# ---- design 1 ----
### src/rtl/alu_mw_seq.sv
// alu_mw_seq: multi-word operation sequencer wrapped around the single-word ALU.
// Takes a command (opcode, word count, carry in), streams operand word pairs
// least-significant first through the ALU, chains carry/borrow between words,
// accumulates the zero flag across the whole operand, and streams result
// words out through a single-entry output register.

`ifndef WORD_WIDTH
`define WORD_WIDTH 16
`endif

module alu_mw_seq #(
    parameter int width       = `WORD_WIDTH,
    parameter int flags_width = 5
) (
    input  logic                   clk,
    input  logic                   rst,
    // command channel
    input  logic                   cmd_valid,
    output logic                   cmd_ready,
    input  logic [3:0]             cmd_opcode,
    input  logic [7:0]             cmd_words,
    input  logic                   cmd_carry,
    // operand stream
    input  logic                   op_valid,
    output logic                   op_ready,
    input  logic [width-1:0]       op_a,
    input  logic [width-1:0]       op_b,
    // result stream
    output logic                   res_valid,
    input  logic                   res_ready,
    output logic [width-1:0]       res_data,
    output logic                   res_last,
    // ALU side
    output logic                   alu_oe,
    output logic [3:0]             alu_opcode,
    output logic [width-1:0]       alu_in1,
    output logic [width-1:0]       alu_in2,
    output logic                   alu_carry,
    input  logic [width-1:0]       alu_out,
    input  logic [flags_width-1:0] alu_flags,
    // status
    output logic                   busy,
    output logic                   done,
    output logic [flags_width-1:0] flags
);

    // flag vector bit positions: {P, S, Z, O, C}
    localparam int FC = 0;
    localparam int FO = 1;
    localparam int FZ = 2;
    localparam int FS = 3;
    localparam int FP = 4;

    typedef enum logic [1:0] {
        IDLE  = 2'd0,
        RUN   = 2'd1,
        DRAIN = 2'd2,
        DONE  = 2'd3
    } state_t;

    state_t                 state_r;
    logic [3:0]             opcode_r;
    logic                   carry_r;
    logic [7:0]             remaining_r;
    logic                   z_acc_r;
    logic                   p_r;
    logic                   s_r;
    logic                   o_r;
    logic [width-1:0]       res_data_r;
    logic                   res_valid_r;
    logic                   res_last_r;
    logic [flags_width-1:0] flags_r;

    logic                   run_s;
    logic                   op_ready_s;
    logic                   op_hs_s;
    logic                   res_hs_s;

    // Handshake decode; the output register is one entry deep, so a new
    // operand is taken only when that entry is empty or leaving this cycle.
    always_comb begin
        run_s      = (state_r == RUN);
        op_ready_s = 1'b0;
        if (run_s) begin
            op_ready_s = !res_valid_r || res_ready;
        end else begin
            op_ready_s = 1'b0;
        end
        op_hs_s  = op_ready_s && op_valid;
        res_hs_s = res_valid_r && res_ready;
    end

    // Output drive; ALU operands pass straight through only while running so
    // the ALU sees quiet zero inputs in every other state.
    always_comb begin
        cmd_ready  = (state_r == IDLE);
        busy       = (state_r != IDLE);
        done       = (state_r == DONE);
        op_ready   = op_ready_s;
        res_valid  = res_valid_r;
        res_data   = res_data_r;
        res_last   = res_last_r;
        flags      = flags_r;
        alu_opcode = opcode_r;
        alu_oe     = run_s;
        if (run_s) begin
            alu_in1   = op_a;
            alu_in2   = op_b;
            alu_carry = carry_r;
        end else begin
            alu_in1   = {width{1'b0}};
            alu_in2   = {width{1'b0}};
            alu_carry = 1'b0;
        end
    end

    // Sequencer FSM with carry chaining, flag accumulation and result register.
    always_ff @(posedge clk or posedge rst) begin
        if (rst) begin
            state_r     <= IDLE;
            opcode_r    <= 4'd0;
            carry_r     <= 1'b0;
            remaining_r <= 8'd0;
            z_acc_r     <= 1'b0;
            p_r         <= 1'b0;
            s_r         <= 1'b0;
            o_r         <= 1'b0;
            res_data_r  <= {width{1'b0}};
            res_valid_r <= 1'b0;
            res_last_r  <= 1'b0;
            flags_r     <= {flags_width{1'b0}};
        end else begin
            case (state_r)
                IDLE: begin
                    if (cmd_valid) begin
                        opcode_r    <= cmd_opcode;
                        carry_r     <= cmd_carry;
                        remaining_r <= cmd_words;
                        z_acc_r     <= 1'b1;
                        res_last_r  <= 1'b0;
                        if (cmd_words != 8'd0) begin
                            flags_r <= {flags_width{1'b0}};
                            state_r <= RUN;
                        end else begin
                            // an empty operand reads as zero with even parity
                            flags_r <= 5'b10100;
                            state_r <= DONE;
                        end
                    end else begin
                        state_r <= IDLE;
                    end
                end
                RUN: begin
                    if (op_hs_s) begin
                        res_data_r  <= alu_out;
                        res_valid_r <= 1'b1;
                        carry_r     <= alu_flags[FC];
                        z_acc_r     <= z_acc_r & alu_flags[FZ];
                        p_r         <= alu_flags[FP];
                        s_r         <= alu_flags[FS];
                        o_r         <= alu_flags[FO];
                        remaining_r <= remaining_r - 8'd1;
                        if (remaining_r == 8'd1) begin
                            res_last_r <= 1'b1;
                            state_r    <= DRAIN;
                        end else begin
                            res_last_r <= 1'b0;
                            state_r    <= RUN;
                        end
                    end else if (res_hs_s) begin
                        res_valid_r <= 1'b0;
                    end else begin
                        state_r <= RUN;
                    end
                end
                DRAIN: begin
                    if (res_hs_s) begin
                        res_valid_r <= 1'b0;
                        res_last_r  <= 1'b0;
                        flags_r     <= {p_r, s_r, z_acc_r, o_r, carry_r};
                        state_r     <= DONE;
                    end else begin
                        state_r <= DRAIN;
                    end
                end
                DONE: begin
                    state_r <= IDLE;
                end
                default: begin
                    state_r <= IDLE;
                end
            endcase
        end
    end

endmodule

### config.mk
export PLATFORM = sky130hd
export DESIGN_NAME = alu_mw_seq
export DESIGN_NICKNAME = d
export VERILOG_FILES = /design/src/rtl/alu_mw_seq.sv
export SDC_FILE = /design/constraint.sdc
export NUM_CORES = 1
export LEC_CHECK = 0
export ABC_AREA = 1
export CAP_MARGIN = 20
export CORE_MARGIN = 2
export CORE_UTILIZATION = 35
export CTS_CLUSTER_SIZE = 24
export DETAILED_ROUTE_END_ITERATION = 8
export PLACE_DENSITY = 0.81
export SLEW_MARGIN = 20
export SYNTH_ARGS = -nofsm -noshare
export SYNTH_HDL_FRONTEND = slang
export SYNTH_SLANG_ARGS = --single-unit
export TNS_END_PERCENT = 100
### constraint.sdc
create_clock -name clk -period 1.5 [get_ports clk]
set_clock_uncertainty 0.15 [all_clocks]
set_input_delay 0.3 -clock clk [delete_from_list [all_inputs] [get_ports clk]]
set_output_delay 0.3 -clock clk [all_outputs]
set_load 0.1 [all_outputs]
**Design 1: routing congestion map**

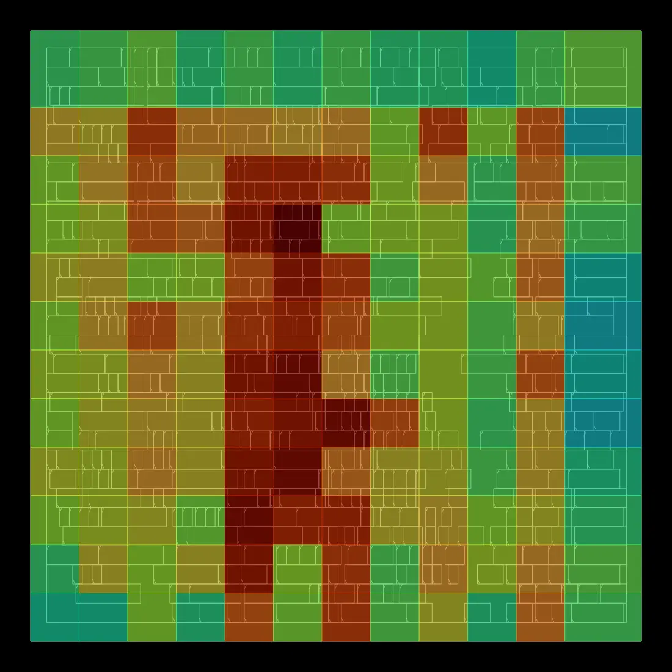
grt met1 use: 0.271
Total GRT Usage: 0.227
met3 Use GR: 0.0781

**Design 1: clock distribution**

The bar under the picture is 20 um long.
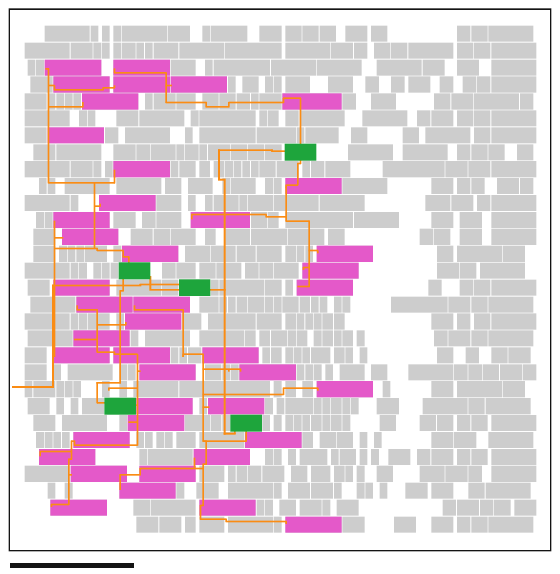
[clock wires] orange | length: 549 um
[clock drivers] green | count: 5
[flip-flops] magenta | count: 42
routed clock nets	6
clock latency at the later pin of the worst-skew pair: 0.30 ns

==> summary.txt <==
fresh numbers from the pnr run: buffer share of cell area 0.460, Yosys warnings 0, # clk buffers 7, final worst slack -0.492 ns, # setup viols final 79, most frequent cell after synthesis nand2_1, Crit Path Class reg -> out, status finished, violations left, failing checks setup timing, CTS buffer count 5, Final Hold Viols 0, cell area after synthesis 2400 um2, Placed Area 4900 um2
**Design 1: signal wires on met4**

Cells faint in the background.
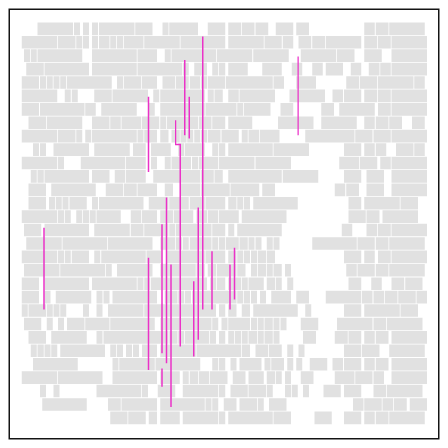
wire length on this layer	357 um
share of all routed wire	3.5%
nets with wire on the layer	16
main direction	vertical
longest straight run	55.1 um
Vias: 3021
WL final: 10.1 mm


# ---- design 2 ----
<file path="src/rtl/stream_video_pattern_gen_if.sv">
// AXI4-Stream video channel: 24-bit pixel with start-of-frame (tuser) and end-of-line (tlast).
interface stream_video_pattern_gen_if #(
  parameter int DATA_W = 24
) ();
  logic [DATA_W-1:0] tdata;
  logic              tvalid;
  logic              tready;
  logic              tuser;
  logic              tlast;

  modport master (output tdata, output tvalid, output tuser, output tlast, input tready);
  modport slave  (input tdata, input tvalid, input tuser, input tlast, output tready);
endinterface

</file>
<file path="src/rtl/stream_video_pattern_gen.sv">
// Synthetic video frame source: one pixel per cycle, SOF on tuser, EOL on tlast,
// single or continuous frames with an optional idle gap, full backpressure support.
module stream_video_pattern_gen #(
  parameter int  MAX_IMG_RES = 1024,
  parameter int  FRAME_GAP   = 16,
  localparam int CW          = $clog2(MAX_IMG_RES + 1)
) (
  input  logic                        clk,
  input  logic                        reset,
  input  logic                        start,
  input  logic                        stop,
  input  logic                        continuous,
  input  logic [CW-1:0]               cfg_width,
  input  logic [CW-1:0]               cfg_height,
  input  logic [1:0]                  cfg_pattern,
  input  logic [23:0]                 cfg_color,
  stream_video_pattern_gen_if.master  m_axis_video,
  output logic                        busy,
  output logic                        frame_done
);

  localparam int GW = (FRAME_GAP > 1) ? $clog2(FRAME_GAP) : 1;

  typedef enum logic [1:0] {IDLE, ACTIVE, GAP} state_t;

  state_t          state, state_n;
  logic [CW-1:0]   x_q, y_q, x_n, y_n;
  logic [7:0]      frm_q, frm_n;
  logic [23:0]     ramp_q, ramp_n;
  logic [GW-1:0]   gap_q, gap_n;
  logic            stop_pending_q;
  logic            adv, load, done_n, hs, stop_any;

  logic [CW-1:0]   w_q, h_q;
  logic [1:0]      pat_q;
  logic [23:0]     color_q;
  logic            cont_q;

  logic [CW-1:0]   e_w;
  logic [1:0]      e_pat;
  logic [23:0]     e_color;

  logic [23:0]     tdata_q;
  logic            tvalid_q, tuser_q, tlast_q;

  function automatic logic [CW-1:0] clamp_res(input logic [CW-1:0] v);
    return (32'(v) > 32'(MAX_IMG_RES)) ? CW'(MAX_IMG_RES) : v;
  endfunction

  function automatic logic [23:0] pixel_value(input logic [1:0] pat, input logic [CW-1:0] px,
                                              input logic [CW-1:0] py, input logic [7:0] f,
                                              input logic [23:0] color, input logic [23:0] ramp);
    logic [15:0] xe, ye;
    xe = 16'(px);
    ye = 16'(py);
    case (pat)
      2'd0:    return {xe[7:0], ye[7:0], f};
      2'd1:    return color;
      2'd2:    return (xe[3] ^ ye[3]) ? 24'hFFFFFF : 24'h000000;
      default: return ramp;
    endcase
  endfunction

  // The first pixel of a frame is formed in the same edge that latches the configuration.
  assign e_w     = (state == IDLE) ? clamp_res(cfg_width) : w_q;
  assign e_pat   = (state == IDLE) ? cfg_pattern : pat_q;
  assign e_color = (state == IDLE) ? cfg_color : color_q;

  assign hs       = tvalid_q & m_axis_video.tready;
  assign stop_any = stop_pending_q | stop;

  always_comb begin
    state_n = state;
    adv     = 1'b0;
    load    = 1'b0;
    done_n  = 1'b0;
    x_n     = x_q;
    y_n     = y_q;
    frm_n   = frm_q;
    ramp_n  = ramp_q;
    gap_n   = gap_q;
    case (state)
      IDLE: begin
        if (start && (cfg_width != '0) && (cfg_height != '0)) begin
          state_n = ACTIVE;
          load    = 1'b1;
          adv     = 1'b1;
          x_n     = '0;
          y_n     = '0;
          frm_n   = '0;
          ramp_n  = '0;
        end
      end
      ACTIVE: begin
        if (hs) begin
          ramp_n = ramp_q + 24'd1;
          if (x_q == w_q - CW'(1)) begin
            x_n = '0;
            if (y_q == h_q - CW'(1)) begin
              y_n    = '0;
              ramp_n = '0;
              frm_n  = frm_q + 8'd1;
              done_n = 1'b1;
              if (cont_q && !stop_any) begin
                if (FRAME_GAP == 0) begin
                  adv = 1'b1;
                end else begin
                  state_n = GAP;
                  gap_n   = '0;
                end
              end else begin
                state_n = IDLE;
              end
            end else begin
              y_n = y_q + CW'(1);
              adv = 1'b1;
            end
          end else begin
            x_n = x_q + CW'(1);
            adv = 1'b1;
          end
        end
      end
      GAP: begin
        if (stop_any) begin
          state_n = IDLE;
        end else if (gap_q == GW'(FRAME_GAP - 1)) begin
          state_n = ACTIVE;
          adv     = 1'b1;
        end else begin
          gap_n = gap_q + GW'(1);
        end
      end
      default: state_n = IDLE;
    endcase
  end

  always_ff @(posedge clk) begin
    if (reset) begin
      state          <= IDLE;
      x_q            <= '0;
      y_q            <= '0;
      frm_q          <= '0;
      ramp_q         <= '0;
      gap_q          <= '0;
      stop_pending_q <= 1'b0;
      tvalid_q       <= 1'b0;
      tdata_q        <= '0;
      tuser_q        <= 1'b0;
      tlast_q        <= 1'b0;
      busy           <= 1'b0;
      frame_done     <= 1'b0;
    end else begin
      state          <= state_n;
      x_q            <= x_n;
      y_q            <= y_n;
      frm_q          <= frm_n;
      ramp_q         <= ramp_n;
      gap_q          <= gap_n;
      stop_pending_q <= (state_n == IDLE) ? 1'b0 : (stop_pending_q | (stop && (state != IDLE)));
      tvalid_q       <= (state_n == ACTIVE);
      busy           <= (state_n != IDLE);
      frame_done     <= done_n;
      if (adv) begin
        tdata_q <= pixel_value(e_pat, x_n, y_n, frm_n, e_color, ramp_n);
        tuser_q <= (x_n == '0) && (y_n == '0);
        tlast_q <= (x_n == e_w - CW'(1));
      end else if (state_n != ACTIVE) begin
        tuser_q <= 1'b0;
        tlast_q <= 1'b0;
      end
    end
  end

  always_ff @(posedge clk) begin
    if (load) begin
      w_q     <= clamp_res(cfg_width);
      h_q     <= clamp_res(cfg_height);
      pat_q   <= cfg_pattern;
      color_q <= cfg_color;
      cont_q  <= continuous;
    end
  end

  assign m_axis_video.tdata  = tdata_q;
  assign m_axis_video.tvalid = tvalid_q;
  assign m_axis_video.tuser  = tuser_q;
  assign m_axis_video.tlast  = tlast_q;

endmodule
</file>
<file path="src/flat_wrapper.sv">
// flat-port wrapper written by rule: the top's interface ports become plain ports
module stream_video_pattern_gen_flat 
#(
  parameter int  MAX_IMG_RES = 1024,
  parameter int  FRAME_GAP   = 16,
  localparam int CW          = $clog2(MAX_IMG_RES + 1)
)
  (clk, reset, start, stop, continuous, cfg_width, cfg_height, cfg_pattern, cfg_color, busy, frame_done, m_axis_video_tdata, m_axis_video_tvalid, m_axis_video_tuser, m_axis_video_tlast, m_axis_video_tready);
  stream_video_pattern_gen_if m_axis_video_i ();
  input  logic clk;
  input  logic reset;
  input  logic start;
  input  logic stop;
  input  logic continuous;
  input  logic [CW-1:0] cfg_width;
  input  logic [CW-1:0] cfg_height;
  input  logic [1:0] cfg_pattern;
  input  logic [23:0] cfg_color;
  output logic busy;
  output logic frame_done;
  output wire logic [$bits(m_axis_video_i.tdata)-1:0] m_axis_video_tdata;
  output wire logic [$bits(m_axis_video_i.tvalid)-1:0] m_axis_video_tvalid;
  output wire logic [$bits(m_axis_video_i.tuser)-1:0] m_axis_video_tuser;
  output wire logic [$bits(m_axis_video_i.tlast)-1:0] m_axis_video_tlast;
  input wire logic [$bits(m_axis_video_i.tready)-1:0] m_axis_video_tready;
  assign m_axis_video_tdata = m_axis_video_i.tdata;
  assign m_axis_video_tvalid = m_axis_video_i.tvalid;
  assign m_axis_video_tuser = m_axis_video_i.tuser;
  assign m_axis_video_tlast = m_axis_video_i.tlast;
  assign m_axis_video_i.tready = m_axis_video_tready;
  stream_video_pattern_gen #(.MAX_IMG_RES(MAX_IMG_RES), .FRAME_GAP(FRAME_GAP)) u_core (.clk(clk), .reset(reset), .start(start), .stop(stop), .continuous(continuous), .cfg_width(cfg_width), .cfg_height(cfg_height), .cfg_pattern(cfg_pattern), .cfg_color(cfg_color), .m_axis_video(m_axis_video_i), .busy(busy), .frame_done(frame_done));
endmodule
</file>
<file path="config.mk">
export PLATFORM = sky130hd
export DESIGN_NAME = stream_video_pattern_gen_flat
export DESIGN_NICKNAME = d
export VERILOG_FILES = /design/src/rtl/stream_video_pattern_gen_if.sv /design/src/rtl/stream_video_pattern_gen.sv /design/src/flat_wrapper.sv
export SDC_FILE = /design/constraint.sdc
export NUM_CORES = 1
export LEC_CHECK = 0
export CAP_MARGIN = 40
export CORE_UTILIZATION = 45
export DETAILED_ROUTE_END_ITERATION = 12
export GPL_TIMING_DRIVEN = 0
export PLACE_DENSITY_LB_ADDON = 0.3
export SLEW_MARGIN = 40
export SYNTH_ARGS = -nofsm -noshare
export SYNTH_HDL_FRONTEND = slang
export SYNTH_SLANG_ARGS = --single-unit
</file>
<file path="constraint.sdc">
create_clock -name clk -period 7 [get_ports clk]
set_clock_uncertainty 0.1 [all_clocks]
set_input_delay 1.4 -clock clk [delete_from_list [all_inputs] [get_ports clk]]
set_output_delay 1.4 -clock clk [all_outputs]
set_load 0.01 [all_outputs]
</file>
==> summary.txt <==
fresh numbers from the pnr run: most frequent cells in the layout nor2_1, dfxtp_1, clkdlybuf4s50_1, logic share of the area 0.488, max-slew violation count 0, Layout area overhead 20.5%, Power Internal 1620 uW, Top power group clock, CTS buffer count 17, RePlAce Congestion 0.954, clk slew on worst S/H paths 0.06 ns, Placeable Area 18800 um2, highest routed layer met4, worst endpoint required time 7.24 ns, worst path arrival time 6.49 ns, largest area contributor in the netlist dfxtp_1, io pins 83, Placed Area 9880 um2, Non-Filler Instances 1381, DRC 0, die area 19900 um2, Pre-Place Util 0.461, most numerous logic cell after layout nor2_1, TritonRoute pass-1 iters 6, status complete, no violations, ys flop type dfxtp_1, Synthesized registers 139, reg2reg start u_core.state[1], Post-Route Setup TNS 0 ns, Worst Max-Slew Pin Slew 0.872 ns, Total GRT Usage 0.292, unrepaired setup endpoints after global routing no, part of the power in the clock network 0.403, top cell class by occupied area logic gates, post-synthesis cell count 1005, max cap viols 0
**Design 2: I/O pins on the die edge**

Pins as bars across the die edge, other pins in gray.
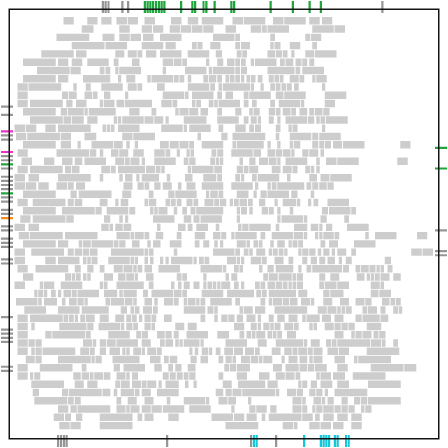
port	color	pins	direction	edge
reset	orange	1	input	left
m_axis_video_tdata	green	24	output	20 top, 2 left, 2 right
cfg_pattern	magenta	2	input	left
cfg_width	cyan	11	input	bottom
number of port buffers: 82
Die Y: 141 um

**Design 2: signal wires on met4**

Cells faint in the background.
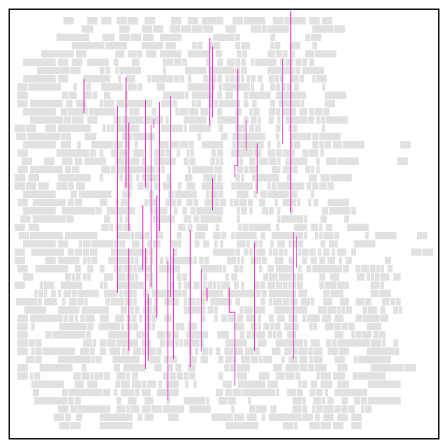
share of all routed wire	3.5%
main direction	vertical
longest straight run	66.0 um
wire length on this layer	987 um
nets with wire on the layer	24


# ---- design 3 ----
==> src/rtl/multicycle_main_fsm_if.sv <==
// Control bundle between the multicycle main FSM and the RV32I datapath.
// master = FSM side, slave = datapath side.
interface multicycle_main_fsm_if;
    logic [6:0] opcode;
    logic       zero;
    logic       mem_ready;
    logic [1:0] ALUop;
    logic [1:0] ALUSrcA;
    logic [1:0] ALUSrcB;
    logic [1:0] ResultSrc;
    logic [1:0] ImmSrc;
    logic       AdrSrc;
    logic       IRWrite;
    logic       RegWrite;
    logic       MemWrite;
    logic       PCWrite;
    logic       illegal;

    modport master (
        input  opcode, zero, mem_ready,
        output ALUop, ALUSrcA, ALUSrcB, ResultSrc, ImmSrc,
        output AdrSrc, IRWrite, RegWrite, MemWrite, PCWrite, illegal
    );

    modport slave (
        output opcode, zero, mem_ready,
        input  ALUop, ALUSrcA, ALUSrcB, ResultSrc, ImmSrc,
        input  AdrSrc, IRWrite, RegWrite, MemWrite, PCWrite, illegal
    );
endinterface

==> src/rtl/multicycle_main_fsm.sv <==
// Main control FSM for the multicycle RV32I datapath (lw, sw, R, I, beq, jal).
// Optional MEM_WAIT_EN: FETCH/MEMREAD/MEMWRITE stall until mem_ready.
module multicycle_main_fsm #(
    parameter int STATE_W = 4
) (
    input  logic               clk,
    input  logic               rst_n,
    multicycle_main_fsm_if.master bus,
    output logic [STATE_W-1:0] state
);

    typedef enum logic [3:0] {
        S_FETCH    = 4'd0,
        S_DECODE   = 4'd1,
        S_MEMADR   = 4'd2,
        S_MEMREAD  = 4'd3,
        S_MEMWB    = 4'd4,
        S_MEMWRITE = 4'd5,
        S_EXECR    = 4'd6,
        S_EXECI    = 4'd7,
        S_ALUWB    = 4'd8,
        S_BEQ      = 4'd9,
        S_JAL      = 4'd10
    } state_t;

    state_t     cur, nxt;
    logic [1:0] alu_op, src_a, src_b, res_src;
    logic       adr_src, ir_wr, reg_wr, mem_wr;
    logic       pc_upd, branch, ill;
    logic       mem_ok;

`ifdef MEM_WAIT_EN
    assign mem_ok = bus.mem_ready;
`else
    logic unused_mem_ready;
    assign unused_mem_ready = bus.mem_ready;
    assign mem_ok = 1'b1;
`endif

    always_ff @(posedge clk) begin
        if (!rst_n) cur <= S_FETCH;
        else        cur <= nxt;
    end

    always_comb begin
        nxt     = S_FETCH;
        alu_op  = 2'b00;
        src_a   = 2'b00;
        src_b   = 2'b00;
        res_src = 2'b00;
        adr_src = 1'b0;
        ir_wr   = 1'b0;
        reg_wr  = 1'b0;
        mem_wr  = 1'b0;
        pc_upd  = 1'b0;
        branch  = 1'b0;
        ill     = 1'b0;
        unique case (cur)
            S_FETCH: begin
                src_b   = 2'b10;
                res_src = 2'b10;
                ir_wr   = mem_ok;
                pc_upd  = mem_ok;
                nxt     = mem_ok ? S_DECODE : S_FETCH;
            end
            S_DECODE: begin
                src_a = 2'b01;
                src_b = 2'b01;
                unique case (bus.opcode)
                    7'b0000011,
                    7'b0100011: nxt = S_MEMADR;
                    7'b0110011: nxt = S_EXECR;
                    7'b0010011: nxt = S_EXECI;
                    7'b1100011: nxt = S_BEQ;
                    7'b1101111: nxt = S_JAL;
                    default: begin
                        nxt = S_FETCH;
                        ill = 1'b1;
                    end
                endcase
            end
            S_MEMADR: begin
                src_a = 2'b10;
                src_b = 2'b01;
                nxt   = bus.opcode[5] ? S_MEMWRITE : S_MEMREAD;
            end
            S_MEMREAD: begin
                adr_src = 1'b1;
                nxt     = mem_ok ? S_MEMWB : S_MEMREAD;
            end
            S_MEMWB: begin
                res_src = 2'b01;
                reg_wr  = 1'b1;
            end
            S_MEMWRITE: begin
                adr_src = 1'b1;
                mem_wr  = 1'b1;
                nxt     = mem_ok ? S_FETCH : S_MEMWRITE;
            end
            S_EXECR: begin
                src_a  = 2'b10;
                alu_op = 2'b10;
                nxt    = S_ALUWB;
            end
            S_EXECI: begin
                src_a  = 2'b10;
                src_b  = 2'b01;
                alu_op = 2'b10;
                nxt    = S_ALUWB;
            end
            S_ALUWB: reg_wr = 1'b1;
            S_BEQ: begin
                src_a  = 2'b10;
                alu_op = 2'b01;
                branch = 1'b1;
            end
            S_JAL: begin
                src_a  = 2'b01;
                src_b  = 2'b10;
                pc_upd = 1'b1;
                nxt    = S_ALUWB;
            end
            default: nxt = S_FETCH;
        endcase
        // Reset overrides everything so an abandoned instruction never writes.
        if (!rst_n) begin
            alu_op  = 2'b00;
            src_a   = 2'b00;
            src_b   = 2'b10;
            res_src = 2'b10;
            adr_src = 1'b0;
            ir_wr   = 1'b0;
            reg_wr  = 1'b0;
            mem_wr  = 1'b0;
            pc_upd  = 1'b0;
            branch  = 1'b0;
            ill     = 1'b0;
        end
    end

    always_comb begin
        unique case (bus.opcode)
            7'b0100011: bus.ImmSrc = 2'b01;
            7'b1100011: bus.ImmSrc = 2'b10;
            7'b1101111: bus.ImmSrc = 2'b11;
            default:    bus.ImmSrc = 2'b00;
        endcase
    end

    assign bus.ALUop     = alu_op;
    assign bus.ALUSrcA   = src_a;
    assign bus.ALUSrcB   = src_b;
    assign bus.ResultSrc = res_src;
    assign bus.AdrSrc    = adr_src;
    assign bus.IRWrite   = ir_wr;
    assign bus.RegWrite  = reg_wr;
    assign bus.MemWrite  = mem_wr;
    assign bus.PCWrite   = pc_upd | (branch & bus.zero);
    assign bus.illegal   = ill;
    assign state         = STATE_W'(cur);

endmodule

==> src/flat_wrapper.sv <==
// flat-port wrapper written by rule: the top's interface ports become plain ports
module multicycle_main_fsm_flat 
#(
    parameter int STATE_W = 4
)
  (clk, rst_n, state, bus_opcode, bus_zero, bus_mem_ready, bus_ALUop, bus_ALUSrcA, bus_ALUSrcB, bus_ResultSrc, bus_ImmSrc, bus_AdrSrc, bus_IRWrite, bus_RegWrite, bus_MemWrite, bus_PCWrite, bus_illegal);
  multicycle_main_fsm_if bus_i ();
  input  logic clk;
  input  logic rst_n;
  output logic [STATE_W-1:0] state;
  input wire logic [$bits(bus_i.opcode)-1:0] bus_opcode;
  input wire logic [$bits(bus_i.zero)-1:0] bus_zero;
  input wire logic [$bits(bus_i.mem_ready)-1:0] bus_mem_ready;
  output wire logic [$bits(bus_i.ALUop)-1:0] bus_ALUop;
  output wire logic [$bits(bus_i.ALUSrcA)-1:0] bus_ALUSrcA;
  output wire logic [$bits(bus_i.ALUSrcB)-1:0] bus_ALUSrcB;
  output wire logic [$bits(bus_i.ResultSrc)-1:0] bus_ResultSrc;
  output wire logic [$bits(bus_i.ImmSrc)-1:0] bus_ImmSrc;
  output wire logic [$bits(bus_i.AdrSrc)-1:0] bus_AdrSrc;
  output wire logic [$bits(bus_i.IRWrite)-1:0] bus_IRWrite;
  output wire logic [$bits(bus_i.RegWrite)-1:0] bus_RegWrite;
  output wire logic [$bits(bus_i.MemWrite)-1:0] bus_MemWrite;
  output wire logic [$bits(bus_i.PCWrite)-1:0] bus_PCWrite;
  output wire logic [$bits(bus_i.illegal)-1:0] bus_illegal;
  assign bus_i.opcode = bus_opcode;
  assign bus_i.zero = bus_zero;
  assign bus_i.mem_ready = bus_mem_ready;
  assign bus_ALUop = bus_i.ALUop;
  assign bus_ALUSrcA = bus_i.ALUSrcA;
  assign bus_ALUSrcB = bus_i.ALUSrcB;
  assign bus_ResultSrc = bus_i.ResultSrc;
  assign bus_ImmSrc = bus_i.ImmSrc;
  assign bus_AdrSrc = bus_i.AdrSrc;
  assign bus_IRWrite = bus_i.IRWrite;
  assign bus_RegWrite = bus_i.RegWrite;
  assign bus_MemWrite = bus_i.MemWrite;
  assign bus_PCWrite = bus_i.PCWrite;
  assign bus_illegal = bus_i.illegal;
  multicycle_main_fsm #(.STATE_W(STATE_W)) u_core (.clk(clk), .rst_n(rst_n), .bus(bus_i), .state(state));
endmodule
==> config.mk <==
export PLATFORM = sky130hd
export DESIGN_NAME = multicycle_main_fsm_flat
export DESIGN_NICKNAME = d
export VERILOG_FILES = /design/src/rtl/multicycle_main_fsm_if.sv /design/src/rtl/multicycle_main_fsm.sv /design/src/flat_wrapper.sv
export SDC_FILE = /design/constraint.sdc
export NUM_CORES = 1
export LEC_CHECK = 0
export CAP_MARGIN = 20
export CORE_AREA = 8 8 45 47
export CTS_BUF_LIST = sky130_fd_sc_hd__clkbuf_4
export CTS_CLUSTER_DIAMETER = 40
export DETAILED_ROUTE_END_ITERATION = 8
export DIE_AREA = 0 0 53 55
export PLACE_DENSITY = 0.81
export REMOVE_ABC_BUFFERS = 1
export SLEW_MARGIN = 25
export SYNTH_ARGS = -nofsm -noshare
export SYNTH_HDL_FRONTEND = slang
export SYNTH_SLANG_ARGS = --single-unit
==> constraint.sdc <==
create_clock -name clk -period 3.3 [get_ports clk]
set_input_delay 0.66 -clock clk [delete_from_list [all_inputs] [get_ports clk]]
set_output_delay 0.66 -clock clk [all_outputs]
set_load 0.02 [all_outputs]
**Design 3: clock distribution**

The bar under the picture is 20 um long.
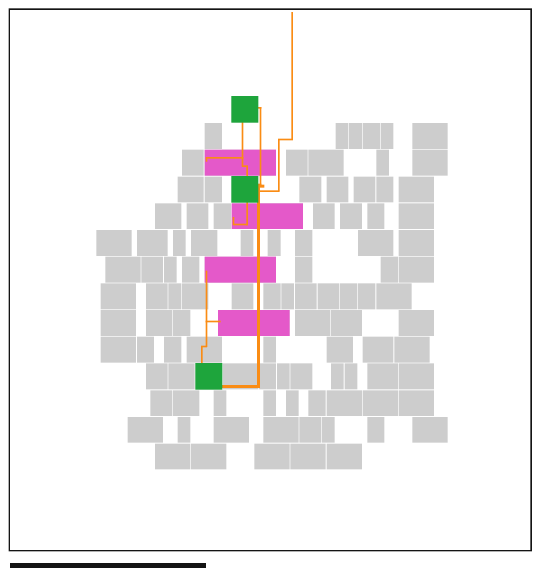
[clock drivers] green | count: 3
[clock wires] orange | length: 92.1 um
[flip-flops] magenta | count: 4
routed clock nets	4
flops lie	center
part of the power in the clock network: 0.355
clock latency at the later pin of the worst-skew pair: 0.24 ns

==> summary.txt <==
fresh numbers from the pnr run: main area contributors dfxtp_1, a21oi_1, nor2_1, highest routed layer met4, status complete, no violations, most common library cells after synthesis nor2_1, a21oi_1, nand2_1, io pins 31, Horiz. Die Dim 53 um, Fillers 146, Comb. pwr 60.5 uW, Remaining Overflow, GRT 0, unrepaired setup endpoints after global routing no, CTS buffer count 3, post-synthesis mux area share 0.0201, buffer share of cell area 0.367, Routed Antenna Nets 0, logic share of the area 0.481, Power, Total 177 uW
**Design 3: metal 3**

The bar under the picture is 20 um long.
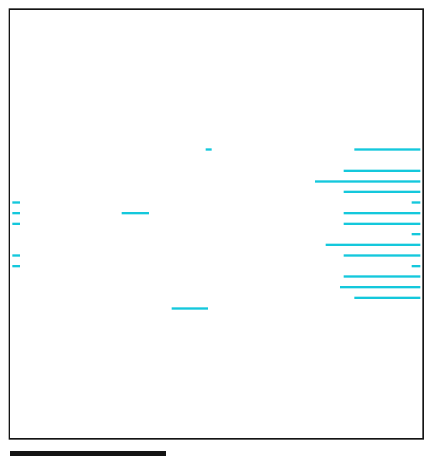
main direction	horizontal
nets with wire on the layer	21
wire length on this layer	123 um


No activity file was given, so power comes from the tool's default toggle rates.
